# ---- block 1 ----
==> block_1/layer_met3.png <==
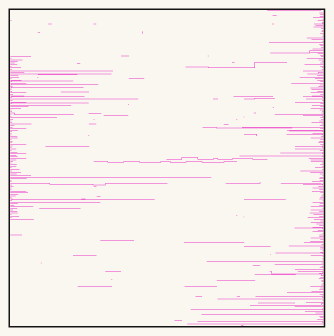

File: config.mk
export PLATFORM = sky130hd
export DESIGN_NAME = pcie_rx_vc_router
export DESIGN_NICKNAME = d
export VERILOG_FILES = /design/src/rtl/pcie_rx_vc_router.sv
export SDC_FILE = /design/constraint.sdc
export NUM_CORES = 1
export LEC_CHECK = 0
export CELL_PAD_IN_SITES_DETAIL_PLACEMENT = 1
export CELL_PAD_IN_SITES_GLOBAL_PLACEMENT = 2
export CORE_AREA = 2 2 271 273
export CTS_BUF_LIST = sky130_fd_sc_hd__clkbuf_4 sky130_fd_sc_hd__clkbuf_8 sky130_fd_sc_hd__clkbuf_16
export CTS_CLUSTER_DIAMETER = 100
export DETAILED_ROUTE_END_ITERATION = 8
export DIE_AREA = 0 0 273 275
export PLACE_DENSITY_LB_ADDON = 0.1
export SLEW_MARGIN = 20
export SYNTH_ARGS = -nofsm -noshare
export SYNTH_HDL_FRONTEND = slang
export SYNTH_SLANG_ARGS = --single-unit
File: constraint.sdc
create_clock -name clk -period 2.81 [get_ports clk]
set_input_delay 0.562 -clock clk [delete_from_list [all_inputs] [get_ports clk]]
set_output_delay 0.562 -clock clk [all_outputs]
set_load 0.03 [all_outputs]
File: src/rtl/pcie_rx_vc_router.sv
// Routes received TLPs into the VC0 or VC1 RX FIFO by Traffic Class and returns freed buffer space as FC credit updates.
// Latency: a TLP accepted in cycle N is written in cycle N+1 at the earliest. A credit update is presented one cycle after its VC becomes eligible.
// Backpressure: a full target FIFO holds the TLP in a one-entry register and drops tlp_ready_o. A low fc_upd_ready_i holds the update stable.
//
// Ports:
//   clk, rst_n                     clock, asynchronous active-low reset
//   tlp_valid_i, tlp_i, tlp_ready_o   224-bit TLP input with valid/ready (TC in tlp_i[214:212])
//   vcN_full, vcN_wren, vcN_wdata     write side of the VC0/VC1 receive FIFOs
//   vcN_rd_i                       consumer popped one entry from VC N (frees one credit)
//   fc_upd_valid_o, fc_upd_vc_o, fc_upd_credits_o, fc_upd_ready_i   credit update handshake
module pcie_rx_vc_router #(
    parameter logic [7:0] TC_VC1_MASK = 8'hFE,
    parameter int         UPD_THRESH  = 4,
    parameter int         UPD_TIMEOUT = 64
) (
    input  logic         clk,
    input  logic         rst_n,
    input  logic         tlp_valid_i,
    input  logic [223:0] tlp_i,
    output logic         tlp_ready_o,
    input  logic         vc0_full,
    output logic         vc0_wren,
    output logic [223:0] vc0_wdata,
    input  logic         vc1_full,
    output logic         vc1_wren,
    output logic [223:0] vc1_wdata,
    input  logic         vc0_rd_i,
    input  logic         vc1_rd_i,
    output logic         fc_upd_valid_o,
    output logic         fc_upd_vc_o,
    output logic [7:0]   fc_upd_credits_o,
    input  logic         fc_upd_ready_i
);

    localparam int             TW       = $clog2(UPD_TIMEOUT);
    localparam logic [TW-1:0]  TMO_LAST = TW'(UPD_TIMEOUT - 1);
    localparam logic [7:0]     THRESH8  = 8'(UPD_THRESH);

    typedef enum logic {IDLE, SEND} state_t;

    // ------------------------------------------------------------------
    // Hold stage
    // ------------------------------------------------------------------
    logic         rst_done;     // keeps tlp_ready_o low until the first edge after reset release
    logic         hold_valid;
    logic [223:0] hold_data;
    logic         hold_vc;
    logic         hold_full;
    logic         accept;
    logic [2:0]   tc;

    assign tc          = tlp_i[214:212];
    assign hold_full   = hold_vc ? vc1_full : vc0_full;
    assign tlp_ready_o = rst_done && (!hold_valid || !hold_full);
    assign accept      = tlp_valid_i && tlp_ready_o;

    assign vc0_wren  = hold_valid && !hold_vc && !vc0_full;
    assign vc1_wren  = hold_valid &&  hold_vc && !vc1_full;
    assign vc0_wdata = hold_data;
    assign vc1_wdata = hold_data;

    always_ff @(posedge clk or negedge rst_n) begin
        if (!rst_n) begin
            rst_done   <= 1'b0;
            hold_valid <= 1'b0;
            hold_data  <= '0;
            hold_vc    <= 1'b0;
        end else begin
            rst_done <= 1'b1;
            // A new TLP may load in the same cycle the old entry drains.
            if (accept) begin
                hold_valid <= 1'b1;
                hold_data  <= tlp_i;
                hold_vc    <= TC_VC1_MASK[tc];
            end else if (vc0_wren || vc1_wren) begin
                hold_valid <= 1'b0;
            end
        end
    end

    // ------------------------------------------------------------------
    // Credit return
    // ------------------------------------------------------------------
    state_t        state, state_nxt;
    logic [7:0]    free0, free0_nxt;
    logic [7:0]    free1, free1_nxt;
    logic [TW-1:0] timer, timer_nxt;
    logic          last_vc, last_vc_nxt;
    logic          upd_vc, upd_vc_nxt;
    logic [7:0]    upd_amt, upd_amt_nxt;
    logic          any_free, timeout, elig0, elig1, sel;

    function automatic logic [7:0] sat_inc(input logic [7:0] v, input logic inc);
        return (inc && (v != 8'hFF)) ? v + 8'd1 : v;
    endfunction

    assign any_free = (free0 != 8'd0) || (free1 != 8'd0);
    assign timeout  = (timer == TMO_LAST);
    assign elig0    = (free0 >= THRESH8) || (timeout && (free0 != 8'd0));
    assign elig1    = (free1 >= THRESH8) || (timeout && (free1 != 8'd0));

    assign fc_upd_valid_o   = (state == SEND);
    assign fc_upd_vc_o      = upd_vc;
    assign fc_upd_credits_o = upd_amt;

    always_comb begin
        state_nxt   = state;
        free0_nxt   = sat_inc(free0, vc0_rd_i);
        free1_nxt   = sat_inc(free1, vc1_rd_i);
        timer_nxt   = timer;
        last_vc_nxt = last_vc;
        upd_vc_nxt  = upd_vc;
        upd_amt_nxt = upd_amt;
        sel         = 1'b0;
        case (state)
            IDLE: begin
                if (elig0 || elig1) begin
                    // Round-robin only matters when both VCs are eligible.
                    sel         = (elig0 && elig1) ? !last_vc : elig1;
                    state_nxt   = SEND;
                    timer_nxt   = '0;
                    upd_vc_nxt  = sel;
                    upd_amt_nxt = sel ? free1 : free0;
                end else if (any_free) begin
                    timer_nxt = timer + 1'b1;
                end else begin
                    timer_nxt = '0;
                end
            end
            SEND: begin
                timer_nxt = '0;
                if (fc_upd_ready_i) begin
                    state_nxt   = IDLE;
                    last_vc_nxt = upd_vc;
                    // Subtract only what was advertised; pops seen meanwhile stay counted.
                    if (upd_vc) begin
                        free1_nxt = free1 - upd_amt + {7'd0, vc1_rd_i};
                    end else begin
                        free0_nxt = free0 - upd_amt + {7'd0, vc0_rd_i};
                    end
                end
            end
            default: state_nxt = IDLE;
        endcase
    end

    always_ff @(posedge clk or negedge rst_n) begin
        if (!rst_n) begin
            state   <= IDLE;
            free0   <= 8'd0;
            free1   <= 8'd0;
            timer   <= '0;
            last_vc <= 1'b1;
            upd_vc  <= 1'b0;
            upd_amt <= 8'd0;
        end else begin
            state   <= state_nxt;
            free0   <= free0_nxt;
            free1   <= free1_nxt;
            timer   <= timer_nxt;
            last_vc <= last_vc_nxt;
            upd_vc  <= upd_vc_nxt;
            upd_amt <= upd_amt_nxt;
        end
    end

endmodule

# ---- block 2 ----
### config.mk
export PLATFORM = sky130hd
export DESIGN_NAME = switch_debouncer
export DESIGN_NICKNAME = d
export VERILOG_FILES = /design/src/rtl/switch_debouncer.sv
export SDC_FILE = /design/constraint.sdc
export NUM_CORES = 1
export LEC_CHECK = 0
export ABC_AREA = 0
export CAP_MARGIN = 0
export CORE_MARGIN = 2
export CORE_UTILIZATION = 61
export DETAILED_ROUTE_END_ITERATION = 8
export PLACE_DENSITY = 0.86
export SYNTH_ARGS = -nofsm -noshare
export SYNTH_HDL_FRONTEND = slang
export SYNTH_SLANG_ARGS = --single-unit
### constraint.sdc
create_clock -name clk_clk -period 9.2 [get_ports clk_clk]
set_input_delay 0.92 -clock clk_clk [delete_from_list [all_inputs] [get_ports clk_clk]]
set_output_delay 0.92 -clock clk_clk [all_outputs]
set_load 0.01 [all_outputs]
### src/rtl/switch_debouncer.sv
// Slide-switch conditioner: 2-flop synchroniser, per-bit bounce filter and rise/fall pulses.
// Define SW_DEBOUNCE_IRQ_EN to add sticky per-bit pending flags and an interrupt output.
module switch_debouncer #(
  parameter  int WIDTH         = 10,
  parameter  int STABLE_CYCLES = 500000,
  localparam int CNT_W         = $clog2(STABLE_CYCLES + 1)
) (
  input  logic             clk_clk,
  input  logic             reset_reset,
  input  logic [WIDTH-1:0] sw_raw,
  output logic [WIDTH-1:0] sw_debounced,
  output logic [WIDTH-1:0] sw_rise,
  output logic [WIDTH-1:0] sw_fall
`ifdef SW_DEBOUNCE_IRQ_EN
  ,
  output logic             sw_irq,
  output logic [WIDTH-1:0] sw_pending,
  input  logic             sw_irq_ack
`endif
);

  typedef enum logic {ST_STABLE, ST_SETTLING} state_e;

  localparam logic [CNT_W-1:0] CNT_LAST = CNT_W'(STABLE_CYCLES - 1);

  logic [WIDTH-1:0] r_sync1, r_sync2;
  logic [WIDTH-1:0] r_debounced, r_rise, r_fall;
  logic [WIDTH-1:0] w_debounced_next, w_rise_next, w_fall_next;
  state_e           r_state      [WIDTH];
  state_e           w_state_next [WIDTH];
  logic [CNT_W-1:0] r_cnt        [WIDTH];
  logic [CNT_W-1:0] w_cnt_next   [WIDTH];

  // NOTE: non-blocking so r_sync2 takes the old r_sync1; blocking would merge both stages.
  always_ff @(posedge clk_clk or posedge reset_reset) begin
    if (reset_reset) begin
      r_sync1 <= '0;
      r_sync2 <= '0;
    end else begin
      r_sync1 <= sw_raw;
      r_sync2 <= r_sync1;
    end
  end

  // NOTE: the counters are plain flops and are reset, so a reset mid-settle discards any count.
  always_ff @(posedge clk_clk or posedge reset_reset) begin
    if (reset_reset) begin
      for (int i = 0; i < WIDTH; i++) begin
        r_state[i] <= ST_STABLE;
        r_cnt[i]   <= '0;
      end
      r_debounced <= '0;
      r_rise      <= '0;
      r_fall      <= '0;
    end else begin
      for (int i = 0; i < WIDTH; i++) begin
        r_state[i] <= w_state_next[i];
        r_cnt[i]   <= w_cnt_next[i];
      end
      r_debounced <= w_debounced_next;
      r_rise      <= w_rise_next;
      r_fall      <= w_fall_next;
    end
  end

  // NOTE: every output of this block gets a default first so no path can infer a latch.
  always_comb begin
    w_debounced_next = r_debounced;
    w_rise_next      = '0;
    w_fall_next      = '0;
    for (int i = 0; i < WIDTH; i++) begin
      w_state_next[i] = r_state[i];
      w_cnt_next[i]   = r_cnt[i];
      unique case (r_state[i])
        ST_STABLE: begin
          w_cnt_next[i] = '0;
          if (r_sync2[i] != r_debounced[i]) begin
            if (STABLE_CYCLES == 1) begin
              w_debounced_next[i] = r_sync2[i];
              w_rise_next[i]      = r_sync2[i];
              w_fall_next[i]      = ~r_sync2[i];
            end else begin
              w_cnt_next[i]   = CNT_W'(1);
              w_state_next[i] = ST_SETTLING;
            end
          end
        end
        ST_SETTLING: begin
          if (r_sync2[i] == r_debounced[i]) begin
            w_cnt_next[i]   = '0;
            w_state_next[i] = ST_STABLE;
          end else if (r_cnt[i] == CNT_LAST) begin
            w_debounced_next[i] = r_sync2[i];
            w_rise_next[i]      = r_sync2[i];
            w_fall_next[i]      = ~r_sync2[i];
            w_cnt_next[i]       = '0;
            w_state_next[i]     = ST_STABLE;
          end else begin
            w_cnt_next[i] = r_cnt[i] + CNT_W'(1);
          end
        end
        default: begin
          w_cnt_next[i]   = '0;
          w_state_next[i] = ST_STABLE;
        end
      endcase
    end
  end

  assign sw_debounced = r_debounced;
  assign sw_rise      = r_rise;
  assign sw_fall      = r_fall;

`ifdef SW_DEBOUNCE_IRQ_EN
  logic [WIDTH-1:0] r_pending, w_pending_next;
  logic             r_irq;

  // A pulse seen in the ack cycle survives the clear.
  always_comb begin
    w_pending_next = (sw_irq_ack ? '0 : r_pending) | r_rise | r_fall;
  end

  always_ff @(posedge clk_clk or posedge reset_reset) begin
    if (reset_reset) begin
      r_pending <= '0;
      r_irq     <= 1'b0;
    end else begin
      r_pending <= w_pending_next;
      r_irq     <= |w_pending_next;
    end
  end

  assign sw_pending = r_pending;
  assign sw_irq     = r_irq;
`endif

endmodule

# ---- block 3 ----
### src/rtl/multi_cycle_controller_pkg.sv
// multi_cycle_controller_pkg: shared types, opcode/funct constants and datapath select encodings
package multi_cycle_controller_pkg;
    typedef logic       u1;
    typedef logic [2:0] u3;
    typedef logic [5:0] u6;
    typedef enum logic [3:0] {
        FETCH, DECODE, MEMADR, MEMRD, MEMWB, MEMWR,
        RTYPEEX, RTYPEWB, BRANCHEX, ADDIEX, ADDIWB, JEX
    } state_t;
    typedef enum logic [1:0] {ALUOP_NONE, ALUOP_ADD, ALUOP_SUB, ALUOP_FUNCT} aluop_t;
    localparam u6 OP_RTYPE = 6'b000000;
    localparam u6 OP_LW    = 6'b100011;
    localparam u6 OP_SW    = 6'b101011;
    localparam u6 OP_BEQ   = 6'b000100;
    localparam u6 OP_BNE   = 6'b000101;
    localparam u6 OP_ADDI  = 6'b001000;
    localparam u6 OP_J     = 6'b000010;
    localparam u6 F_SUB    = 6'b100010;
    localparam u6 F_AND    = 6'b100100;
    localparam u6 F_OR     = 6'b100101;
    localparam u6 F_SLT    = 6'b101010;
    localparam u3 ALUC_NONE = 3'b000;
    localparam u3 ALUC_AND  = 3'b000;
    localparam u3 ALUC_OR   = 3'b001;
    localparam u3 ALUC_ADD  = 3'b010;
    localparam u3 ALUC_SUB  = 3'b110;
    localparam u3 ALUC_SLT  = 3'b111;
    localparam logic [1:0] SRCB_B     = 2'b00;
    localparam logic [1:0] SRCB_FOUR  = 2'b01;
    localparam logic [1:0] SRCB_IMM   = 2'b10;
    localparam logic [1:0] SRCB_IMMSH = 2'b11;
    localparam logic [1:0] PC_ALU     = 2'b00;
    localparam logic [1:0] PC_ALUOUT  = 2'b01;
    localparam logic [1:0] PC_JUMP    = 2'b10;
endpackage

### src/rtl/multi_cycle_controller_aludec.sv
// mc_aludec: maps the controller's aluop (and funct for R-type) onto the ALU control code
module mc_aludec
    import multi_cycle_controller_pkg::*;
(
    input  aluop_t     aluop,
    input  logic [5:0] funct,
    output logic [2:0] alucont
);
    u3 fdec;
    always_comb begin
        fdec = ALUC_ADD;
        case (funct)
            F_SUB:   fdec = ALUC_SUB;
            F_AND:   fdec = ALUC_AND;
            F_OR:    fdec = ALUC_OR;
            F_SLT:   fdec = ALUC_SLT;
            default: fdec = ALUC_ADD;
        endcase
    end
    assign alucont = aluop == ALUOP_ADD   ? ALUC_ADD :
                     aluop == ALUOP_SUB   ? ALUC_SUB :
                     aluop == ALUOP_FUNCT ? fdec     : ALUC_NONE;
endmodule

### src/rtl/multi_cycle_controller.sv
// multi_cycle_controller: multicycle MIPS control FSM with a handshaked unified memory
module multi_cycle_controller
    import multi_cycle_controller_pkg::*;
(
    input  logic       clk,
    input  logic       resetn,
    input  logic [5:0] op,
    input  logic [5:0] funct,
    input  logic       zero,
    input  logic       mem_ready,
    output logic       mem_req,
    output logic       iord,
    output logic       memwrite,
    output logic       irwrite,
    output logic       regdst,
    output logic       memtoreg,
    output logic       regwrite,
    output logic       alusrca,
    output logic [1:0] alusrcb,
    output logic [1:0] pcsrc,
    output logic       pcen,
    output logic [2:0] alucont,
    output logic       instr_done,
    output logic       illegal
);
    state_t state, state_nx;
    aluop_t aluop;

    always_ff @(posedge clk or negedge resetn)
        if (!resetn) state <= FETCH;
        else state <= state_nx;

    always_comb begin
        state_nx = FETCH;
        case (state)
            FETCH:   state_nx = mem_ready ? DECODE : FETCH;
            DECODE:
                case (op)
                    OP_LW, OP_SW:   state_nx = MEMADR;
                    OP_RTYPE:       state_nx = RTYPEEX;
                    OP_BEQ, OP_BNE: state_nx = BRANCHEX;
                    OP_ADDI:        state_nx = ADDIEX;
                    OP_J:           state_nx = JEX;
                    default:        state_nx = FETCH;
                endcase
            MEMADR:  state_nx = op == OP_LW ? MEMRD : MEMWR;
            MEMRD:   state_nx = mem_ready ? MEMWB : MEMRD;
            MEMWR:   state_nx = mem_ready ? FETCH : MEMWR;
            RTYPEEX: state_nx = RTYPEWB;
            ADDIEX:  state_nx = ADDIWB;
            default: state_nx = FETCH;
        endcase
    end

    // strobes are gated by resetn so an asserted reset silences the bus without a clock edge
    always_comb begin
        mem_req    = 1'b0;
        iord       = 1'b0;
        memwrite   = 1'b0;
        irwrite    = 1'b0;
        regdst     = 1'b0;
        memtoreg   = 1'b0;
        regwrite   = 1'b0;
        alusrca    = 1'b0;
        alusrcb    = SRCB_B;
        pcsrc      = PC_ALU;
        pcen       = 1'b0;
        instr_done = 1'b0;
        illegal    = 1'b0;
        aluop      = ALUOP_NONE;
        case (state)
            FETCH: begin
                mem_req = 1'b1;
                alusrcb = SRCB_FOUR;
                aluop   = ALUOP_ADD;
                irwrite = mem_ready;
                pcen    = mem_ready;
            end
            DECODE: begin
                alusrcb = SRCB_IMMSH;
                aluop   = ALUOP_ADD;
                illegal = !(op inside {OP_LW, OP_SW, OP_RTYPE, OP_BEQ, OP_BNE, OP_ADDI, OP_J});
            end
            MEMADR: begin
                alusrca = 1'b1;
                alusrcb = SRCB_IMM;
                aluop   = ALUOP_ADD;
            end
            MEMRD: begin
                mem_req = 1'b1;
                iord    = 1'b1;
            end
            MEMWB: begin
                memtoreg   = 1'b1;
                regwrite   = 1'b1;
                instr_done = 1'b1;
            end
            MEMWR: begin
                mem_req    = 1'b1;
                iord       = 1'b1;
                memwrite   = 1'b1;
                instr_done = mem_ready;
            end
            RTYPEEX: begin
                alusrca = 1'b1;
                aluop   = ALUOP_FUNCT;
            end
            RTYPEWB: begin
                regdst     = 1'b1;
                regwrite   = 1'b1;
                instr_done = 1'b1;
            end
            BRANCHEX: begin
                alusrca    = 1'b1;
                aluop      = ALUOP_SUB;
                pcsrc      = PC_ALUOUT;
                pcen       = op == OP_BEQ ? zero : ~zero;
                instr_done = 1'b1;
            end
            ADDIEX: begin
                alusrca = 1'b1;
                alusrcb = SRCB_IMM;
                aluop   = ALUOP_ADD;
            end
            ADDIWB: begin
                regwrite   = 1'b1;
                instr_done = 1'b1;
            end
            JEX: begin
                pcsrc      = PC_JUMP;
                pcen       = 1'b1;
                instr_done = 1'b1;
            end
            default: ;
        endcase
        if (!resetn) begin
            mem_req    = 1'b0;
            memwrite   = 1'b0;
            irwrite    = 1'b0;
            regwrite   = 1'b0;
            pcen       = 1'b0;
            instr_done = 1'b0;
            illegal    = 1'b0;
        end
    end

    mc_aludec u_aludec (
        .aluop   (aluop),
        .funct   (funct),
        .alucont (alucont)
    );
endmodule
### config.mk
export PLATFORM = sky130hd
export DESIGN_NAME = multi_cycle_controller
export DESIGN_NICKNAME = d
export VERILOG_FILES = /design/src/rtl/multi_cycle_controller_pkg.sv /design/src/rtl/multi_cycle_controller_aludec.sv /design/src/rtl/multi_cycle_controller.sv
export SDC_FILE = /design/constraint.sdc
export NUM_CORES = 1
export LEC_CHECK = 0
export CAP_MARGIN = 20
export CORE_MARGIN = 3
export CORE_UTILIZATION = 36
export DETAILED_ROUTE_END_ITERATION = 10
export PLACE_DENSITY_LB_ADDON = 0.15
export REMOVE_ABC_BUFFERS = 1
export SLEW_MARGIN = 0
export SYNTH_ARGS = -nofsm -noshare
export SYNTH_HDL_FRONTEND = slang
export SYNTH_SLANG_ARGS = --single-unit
### constraint.sdc
create_clock -name clk -period 1.4 [get_ports clk]
set_clock_uncertainty 0.05 [all_clocks]
set_input_delay 0.28 -clock clk [delete_from_list [all_inputs] [get_ports clk]]
set_output_delay 0.28 -clock clk [all_outputs]
set_load 0.02 [all_outputs]
==> block_1/clk_routes.png <==
Scale bar: 100 um.
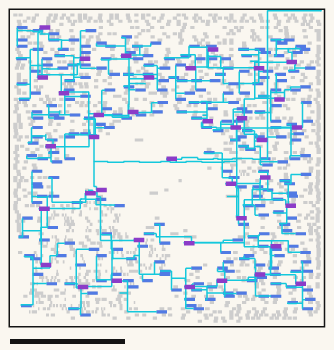
legend:
  purple:
    item: clock drivers
    count: 38
  cyan:
    item: clock wires
    length: 5,260 um
  blue:
    item: flip-flops
    count: 260
flops lie: spread over the die
Worst Skew: 12.78 ps
clock network power share: 23.6%

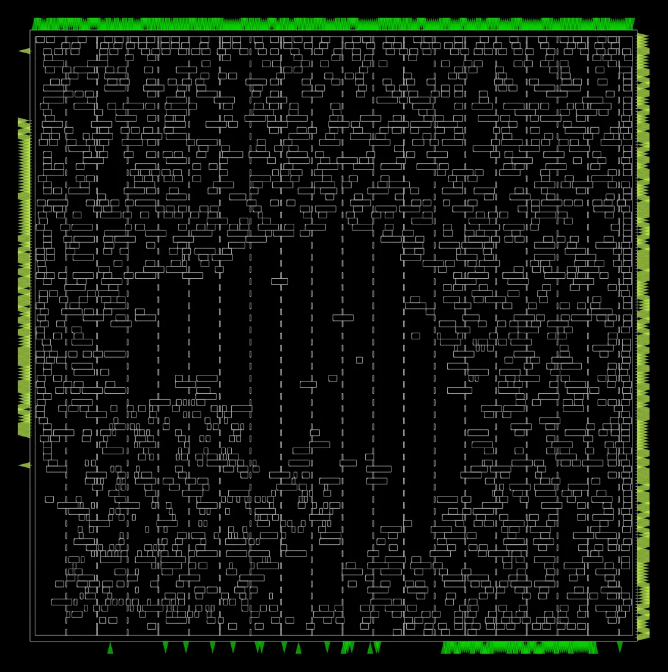
(block_1/placement.png)
number of cells in the finished layout apart from fillers: 2,504
number of filler instances in the final layout: 7,850
Seq/total area: 31.44%
core outline area: 72,340 sq um
number of sequential cells: 260

## Picture notes: block_1/layer_met3.png
main direction: horizontal
wire length on this layer: 5,470 um
share of all routed wire: 9.3%
longest straight run: 175 um
detailed-route via count: 9,478
wirelength, routed: 58.77 mm
GR Util met3: 6.215%

==> run notes, block 1 <==
Figures from the implementation reports.

- After Yosys synthesis, full adders, half adders and majority gates account for 3.551% of the synthesized area.
- The area growth from synthesis to final layout reads 62.29%.
- The final critical-path required period reads 2508 ps.
- The register with the most flip-flops in the layout has 224 of them.
- The maximum fanout along the worst path is 2.
- The H-tree depth reads 2.
- The depth of the most critical reg-to-reg path reads 11.
- Across all register-to-register paths, the minimum setup slack is 380 ps.
- The largest cell class by area reads non-clock buffers.
- The flow ran to the end, and the final reports show no timing, DRC or antenna violations.
- At the end of the flow, the number of nets in the layout was 1,784.
- The warning count from the yosys run is 0.
- For reference, compound AND-OR and OR-AND cells occupy 3.659% of the area reported after synthesis.
- STA classifies the critical path startpoint as an input pin.
- The number of antenna violations at the first check in global routing was 11.
- The area of the multi-input gates reads 4322 sq um.
- The number of synthesized register bits reads 260.
-- block 1: per-stage QoR --
step                      utilization, %  cell area, sq um
final                              28.61             20700
after global routing               28.60             20690
after CTS                          28.60             20690
after detailed placement           26.80             19390
after global placement             26.80             19390
after floorplan                        -             12750
-- block 1: synth_stat cells (4+ instances only) --
cell type and n:
sky130_fd_sc_hd__dfrtp_1 259, sky130_fd_sc_hd__mux2_2 227, sky130_fd_sc_hd__buf_4 224, sky130_fd_sc_hd__ha_1 33, sky130_fd_sc_hd__nor2_1 31, sky130_fd_sc_hd__nand2_1 25
sky130_fd_sc_hd__buf_2 24, sky130_fd_sc_hd__inv_1 24, sky130_fd_sc_hd__o21ai_0 24, sky130_fd_sc_hd__nand3_1 15, sky130_fd_sc_hd__xnor2_1 14, sky130_fd_sc_hd__a21oi_1 12
sky130_fd_sc_hd__a31oi_1 10, sky130_fd_sc_hd__xor2_1 8, sky130_fd_sc_hd__nand4_1 7, sky130_fd_sc_hd__and3_1 6, sky130_fd_sc_hd__mux2i_1 4, sky130_fd_sc_hd__nor3b_1 4
-- block 1: report_power, final --
part | switching [mW] | internal [mW]
Sequential | 1.04 | 4.68
Clock | 1.87 | 3.14
Combinational | 5.92 | 4.57
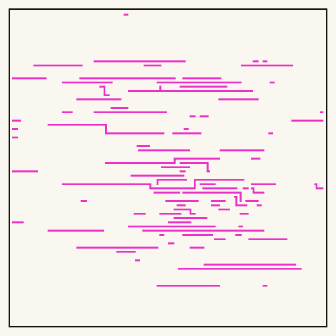
(block_3/layer_met3.png)
share of all routed wire: 9.2%
wire length on this layer: 457 um
GR Util met3: 3.264%
wirelength, routed: 4.982 mm
detailed-route via count: 1,329

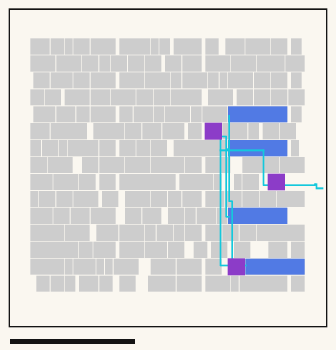
(block_3/clk_routes.png)
Scale bar: 20 um.
legend:
  purple:
    item: clock drivers
    count: 3
  blue:
    item: flip-flops
    count: 4
  cyan:
    item: clock wires
    length: 91.1 um
routed clock nets: 4
power in the clock group: 155 uW
clock latency (worst-skew pair): 250 ps

==> run notes, block 3 <==
Figures from the implementation reports.

- The flow ran to the end, but the final reports show violations.
- The final reports fail on setup timing.
- The via count of the first global-routing pass is 1,152.
- In the post-route analysis, the smallest setup slack over all paths is -506.6 ps.
- Per STA, the worst path is made up of buf_4 -> nor4b_2 -> o21ai_1 -> o41ai_2 -> buf_2.
- The y dimension of the die reads 50.74 um.
- The combined flip-flop and latch cell area is 105.1 sq um.
- The final count of hold timing violations is 0.
- The cell area after technology mapping is 720.7 sq um.
- After detailed routing, the average wire length per cell comes to 24.30 um.
- The most used flip-flop cell after synthesis is sky130_fd_sc_hd__dfrtp_1.
- In the final layout, the registers with the most flip-flops are state: 4 flops.
- The proportion of final cell area spent on non-clock buffers is 42.73%.
- The antenna diode count reads 0.
- The worst slack after detailed placement is -1177 ps.
- The clock transition at the registers of the reported paths is 40 ps.
- The peak supply drop is 0.5572 mV.
- For this run the top cell type by instance count after synthesis was sky130_fd_sc_hd__nand2_1.
- The cell taking the most area after synthesis reads sky130_fd_sc_hd__dfrtp_1.
- The worst setup path is of the reg -> out kind.
- The number of fill cells is 48.
- The critical path required time reads 1070 ps.
- Per the OpenROAD floorplan log, the area of the core is 1802 sq um.
- In the final report, the number of endpoints failing setup comes to 22.
- The post-route DRC violation count is 0.
- The count of placed standard cells in the final layout, fillers left out is 205.
- The iteration count recorded for the first detailed-route pass is 5.
- The quantity of hold-fixing buffers added after cts reads 0.
- The fraction of area in registers is 6.199%.
- The number of placed instances, taps included is 189.
-- block 3: timing repair --
action,4_1_cts,5_1_grt
setup endpoints to repair,22,22
buffers inserted,10,8
gates resized,169,32
pin swaps,23,12
endpoints found under the hold margin,0,0
-- block 3: routing by layer --
layer	share of wire, %	routed length (um)	vias up	global-route usage [%]
met4	6.7	333	0	10.76
met2	49	2417	125	52.17
met1	36	1775	612	41.21
li1	-	-	548	-
met3	9.2	456	44	3.264
met5	0	0	-	0
-- block 3: logic make-up after synthesis --
family	after synthesis
simple gates	60
flops	4
buf+inv	11
xor+xnor	2
compound gates	26
-- block 3: worst reg2reg max path, cell delays in order, from the launching register on --
cell and delay, ps:
sky130_fd_sc_hd__dfrtp_2 500, sky130_fd_sc_hd__buf_6 180, sky130_fd_sc_hd__buf_6 120, sky130_fd_sc_hd__buf_6 120
sky130_fd_sc_hd__nor4bb_4 360, sky130_fd_sc_hd__a221oi_2 90, sky130_fd_sc_hd__o22ai_1 230
-- block 3: power breakdown --
group	internal, mW	total [mW]	leakage [nW]	switching, mW
clock	0.0966	0.155	0.0138	0.0580
sequential	0.132	0.178	0.0479	0.0463
combinational	0.427	0.879	0.689	0.452
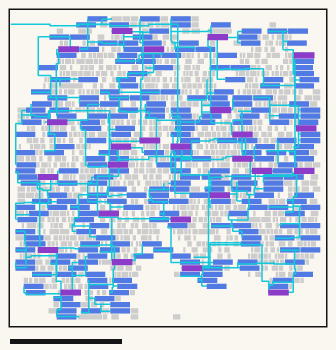
(block_2/clk_routes.png)
Scale bar: 50 um.
legend:
  blue:
    item: flip-flops
    count: 250
  purple:
    item: clock drivers
    count: 25
  cyan:
    item: clock wires
    length: 2,890 um
flops lie: spread over the die
routed clock nets: 26
clock latency (worst-skew pair): 530 ps
clock network power share: 46.1%
power in the clock group: 1.06 mW
Worst Skew: 16.24 ps

==> run notes, block 2 <==
Figures from the implementation reports.

- The run finished with clean final reports.
- The full die area reads 19,970 sq um.
- The antenna diode count reads 0.
- The category of the critical setup timing path is reg -> reg.
- The clock buffers instantiated in the layout total 30.
- The max-cap check violation count is 0.
- For this run, the detailed router's first-pass iteration total came to 5.
- Per the layout report, the design carries 25 non-clock inverters.
- The adder-cell share of the synthesized area is 1.088%.
- The fraction of cell area in sequential cells is reported as 48.16%.
- Leaving out buffers and inverters, the combinational logic in the layout accounts for 5022 sq um.
- The number of hold buffers added after CTS was 0.
- IR analysis of the VDD net gives a maximum drop of 0.1448 mV.
- Per report_power, the top consumer among the power groups is registers.
- The placed instance area reads 12,130 sq um.
- The multi-input combinational area share is 38.66%.
- The switching share of power is 22.65%.
- The y dimension of the die is 141.3 um.
- The number of placed I/O pins reads 42.
- STA classifies the critical path startpoint as a flop.
## block 2: cells by family (layout without fill, tap and decap cells)
logic type | after synthesis | count (layout)
flip-flops | 250 | 250
AND/OR/NAND/NOR | 549 | 549
buffers and inverters | 56 | 118
XOR/XNOR | 142 | 142
adder cells (fa/ha/maj) | 10 | 10
multiplexers | 8 | 8
AND-OR/OR-AND | 110 | 110
## block 2: layer usage
| metal | vias to the layer above | track usage [%] | wire, um |
|---|---|---|---|
| met1 | 4201 | 30.75 | 9767 |
| met5 | - | 0 | 0 |
| met2 | 196 | 39.83 | 11360 |
| li1 | 4088 | - | - |
| met4 | 0 | 6.684 | 495 |
| met3 | 52 | 3.240 | 820 |
## block 2: flip-flops by register name, summed over array words and instances, names as in the netlist
signal and flops:
r_state 10, sw_fall 10, sw_debounced 10, sw_rise 10, r_sync2 10, r_sync1 10
r_cnt 190
## block 2: worst max-delay path by stage
stage           startpoint          to  slack (ps)
4_1_cts          r_cnt[76]  r_state[4]        6530
2_1_floorplan  reset_reset    r_cnt[0]        1410
3_3_place_gp   reset_reset  r_sync1[1]        6190
3_5_place_dp   reset_reset  r_state[8]        6170
5_1_grt          r_cnt[76]  r_state[4]        6230
6_report         r_cnt[76]  r_state[4]        6540

## Gallery

Placement density heat map.
image #1
The die is cut into 27 by 28 equal tiles; white is low, dark blue is high, 0 to 100% covered.
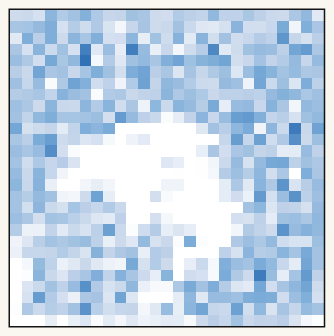
image #2
The die is cut into 10 by 10 equal tiles; white is low, dark blue is high, 0 to 100% covered.
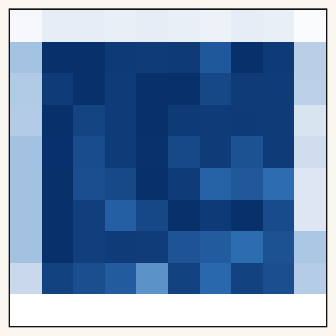
image #3
The die is cut into 14 by 14 equal tiles; white is low, dark blue is high, 0 to 100% covered.
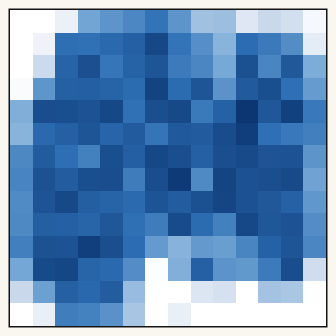
| picture | from |
|---|---|
| image #2 | block 3 |
| image #3 | block 2 |
| image #1 | block 1 |
The one with the lowest utilization is image #1.
The one with the highest utilization is image #2.

Key to image #1:
fullest tile: 74%
emptiest ninth of the die: centre
mean over tiles: 26%
nearly empty tiles: 14%



==> notes/layouts.md <==
Pictures saved along the way, in no particular order.

I/O pins on the die edge.
Pins as bars across the die edge, other pins in grey.
picture 1
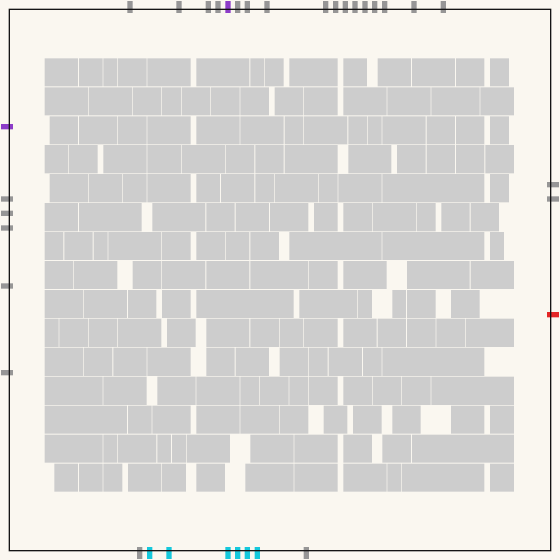
picture 2
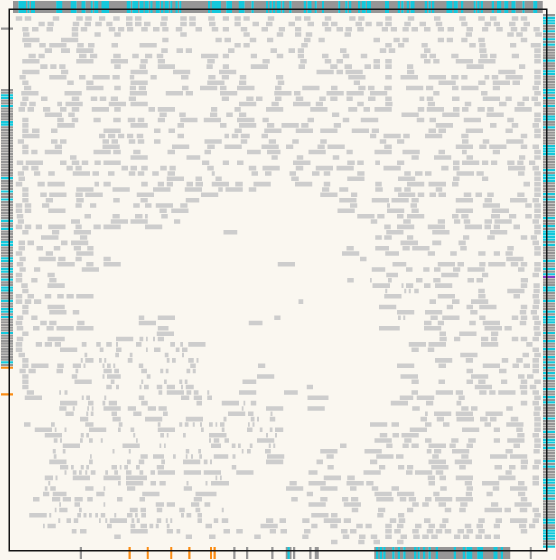
picture 3
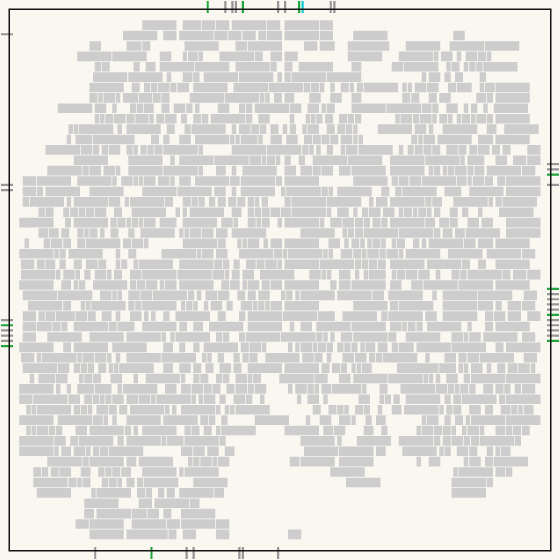
- picture 3 = block 2
- picture 2 = block 1
- picture 1 = block 3

Power and IR drop assume default switching activity.
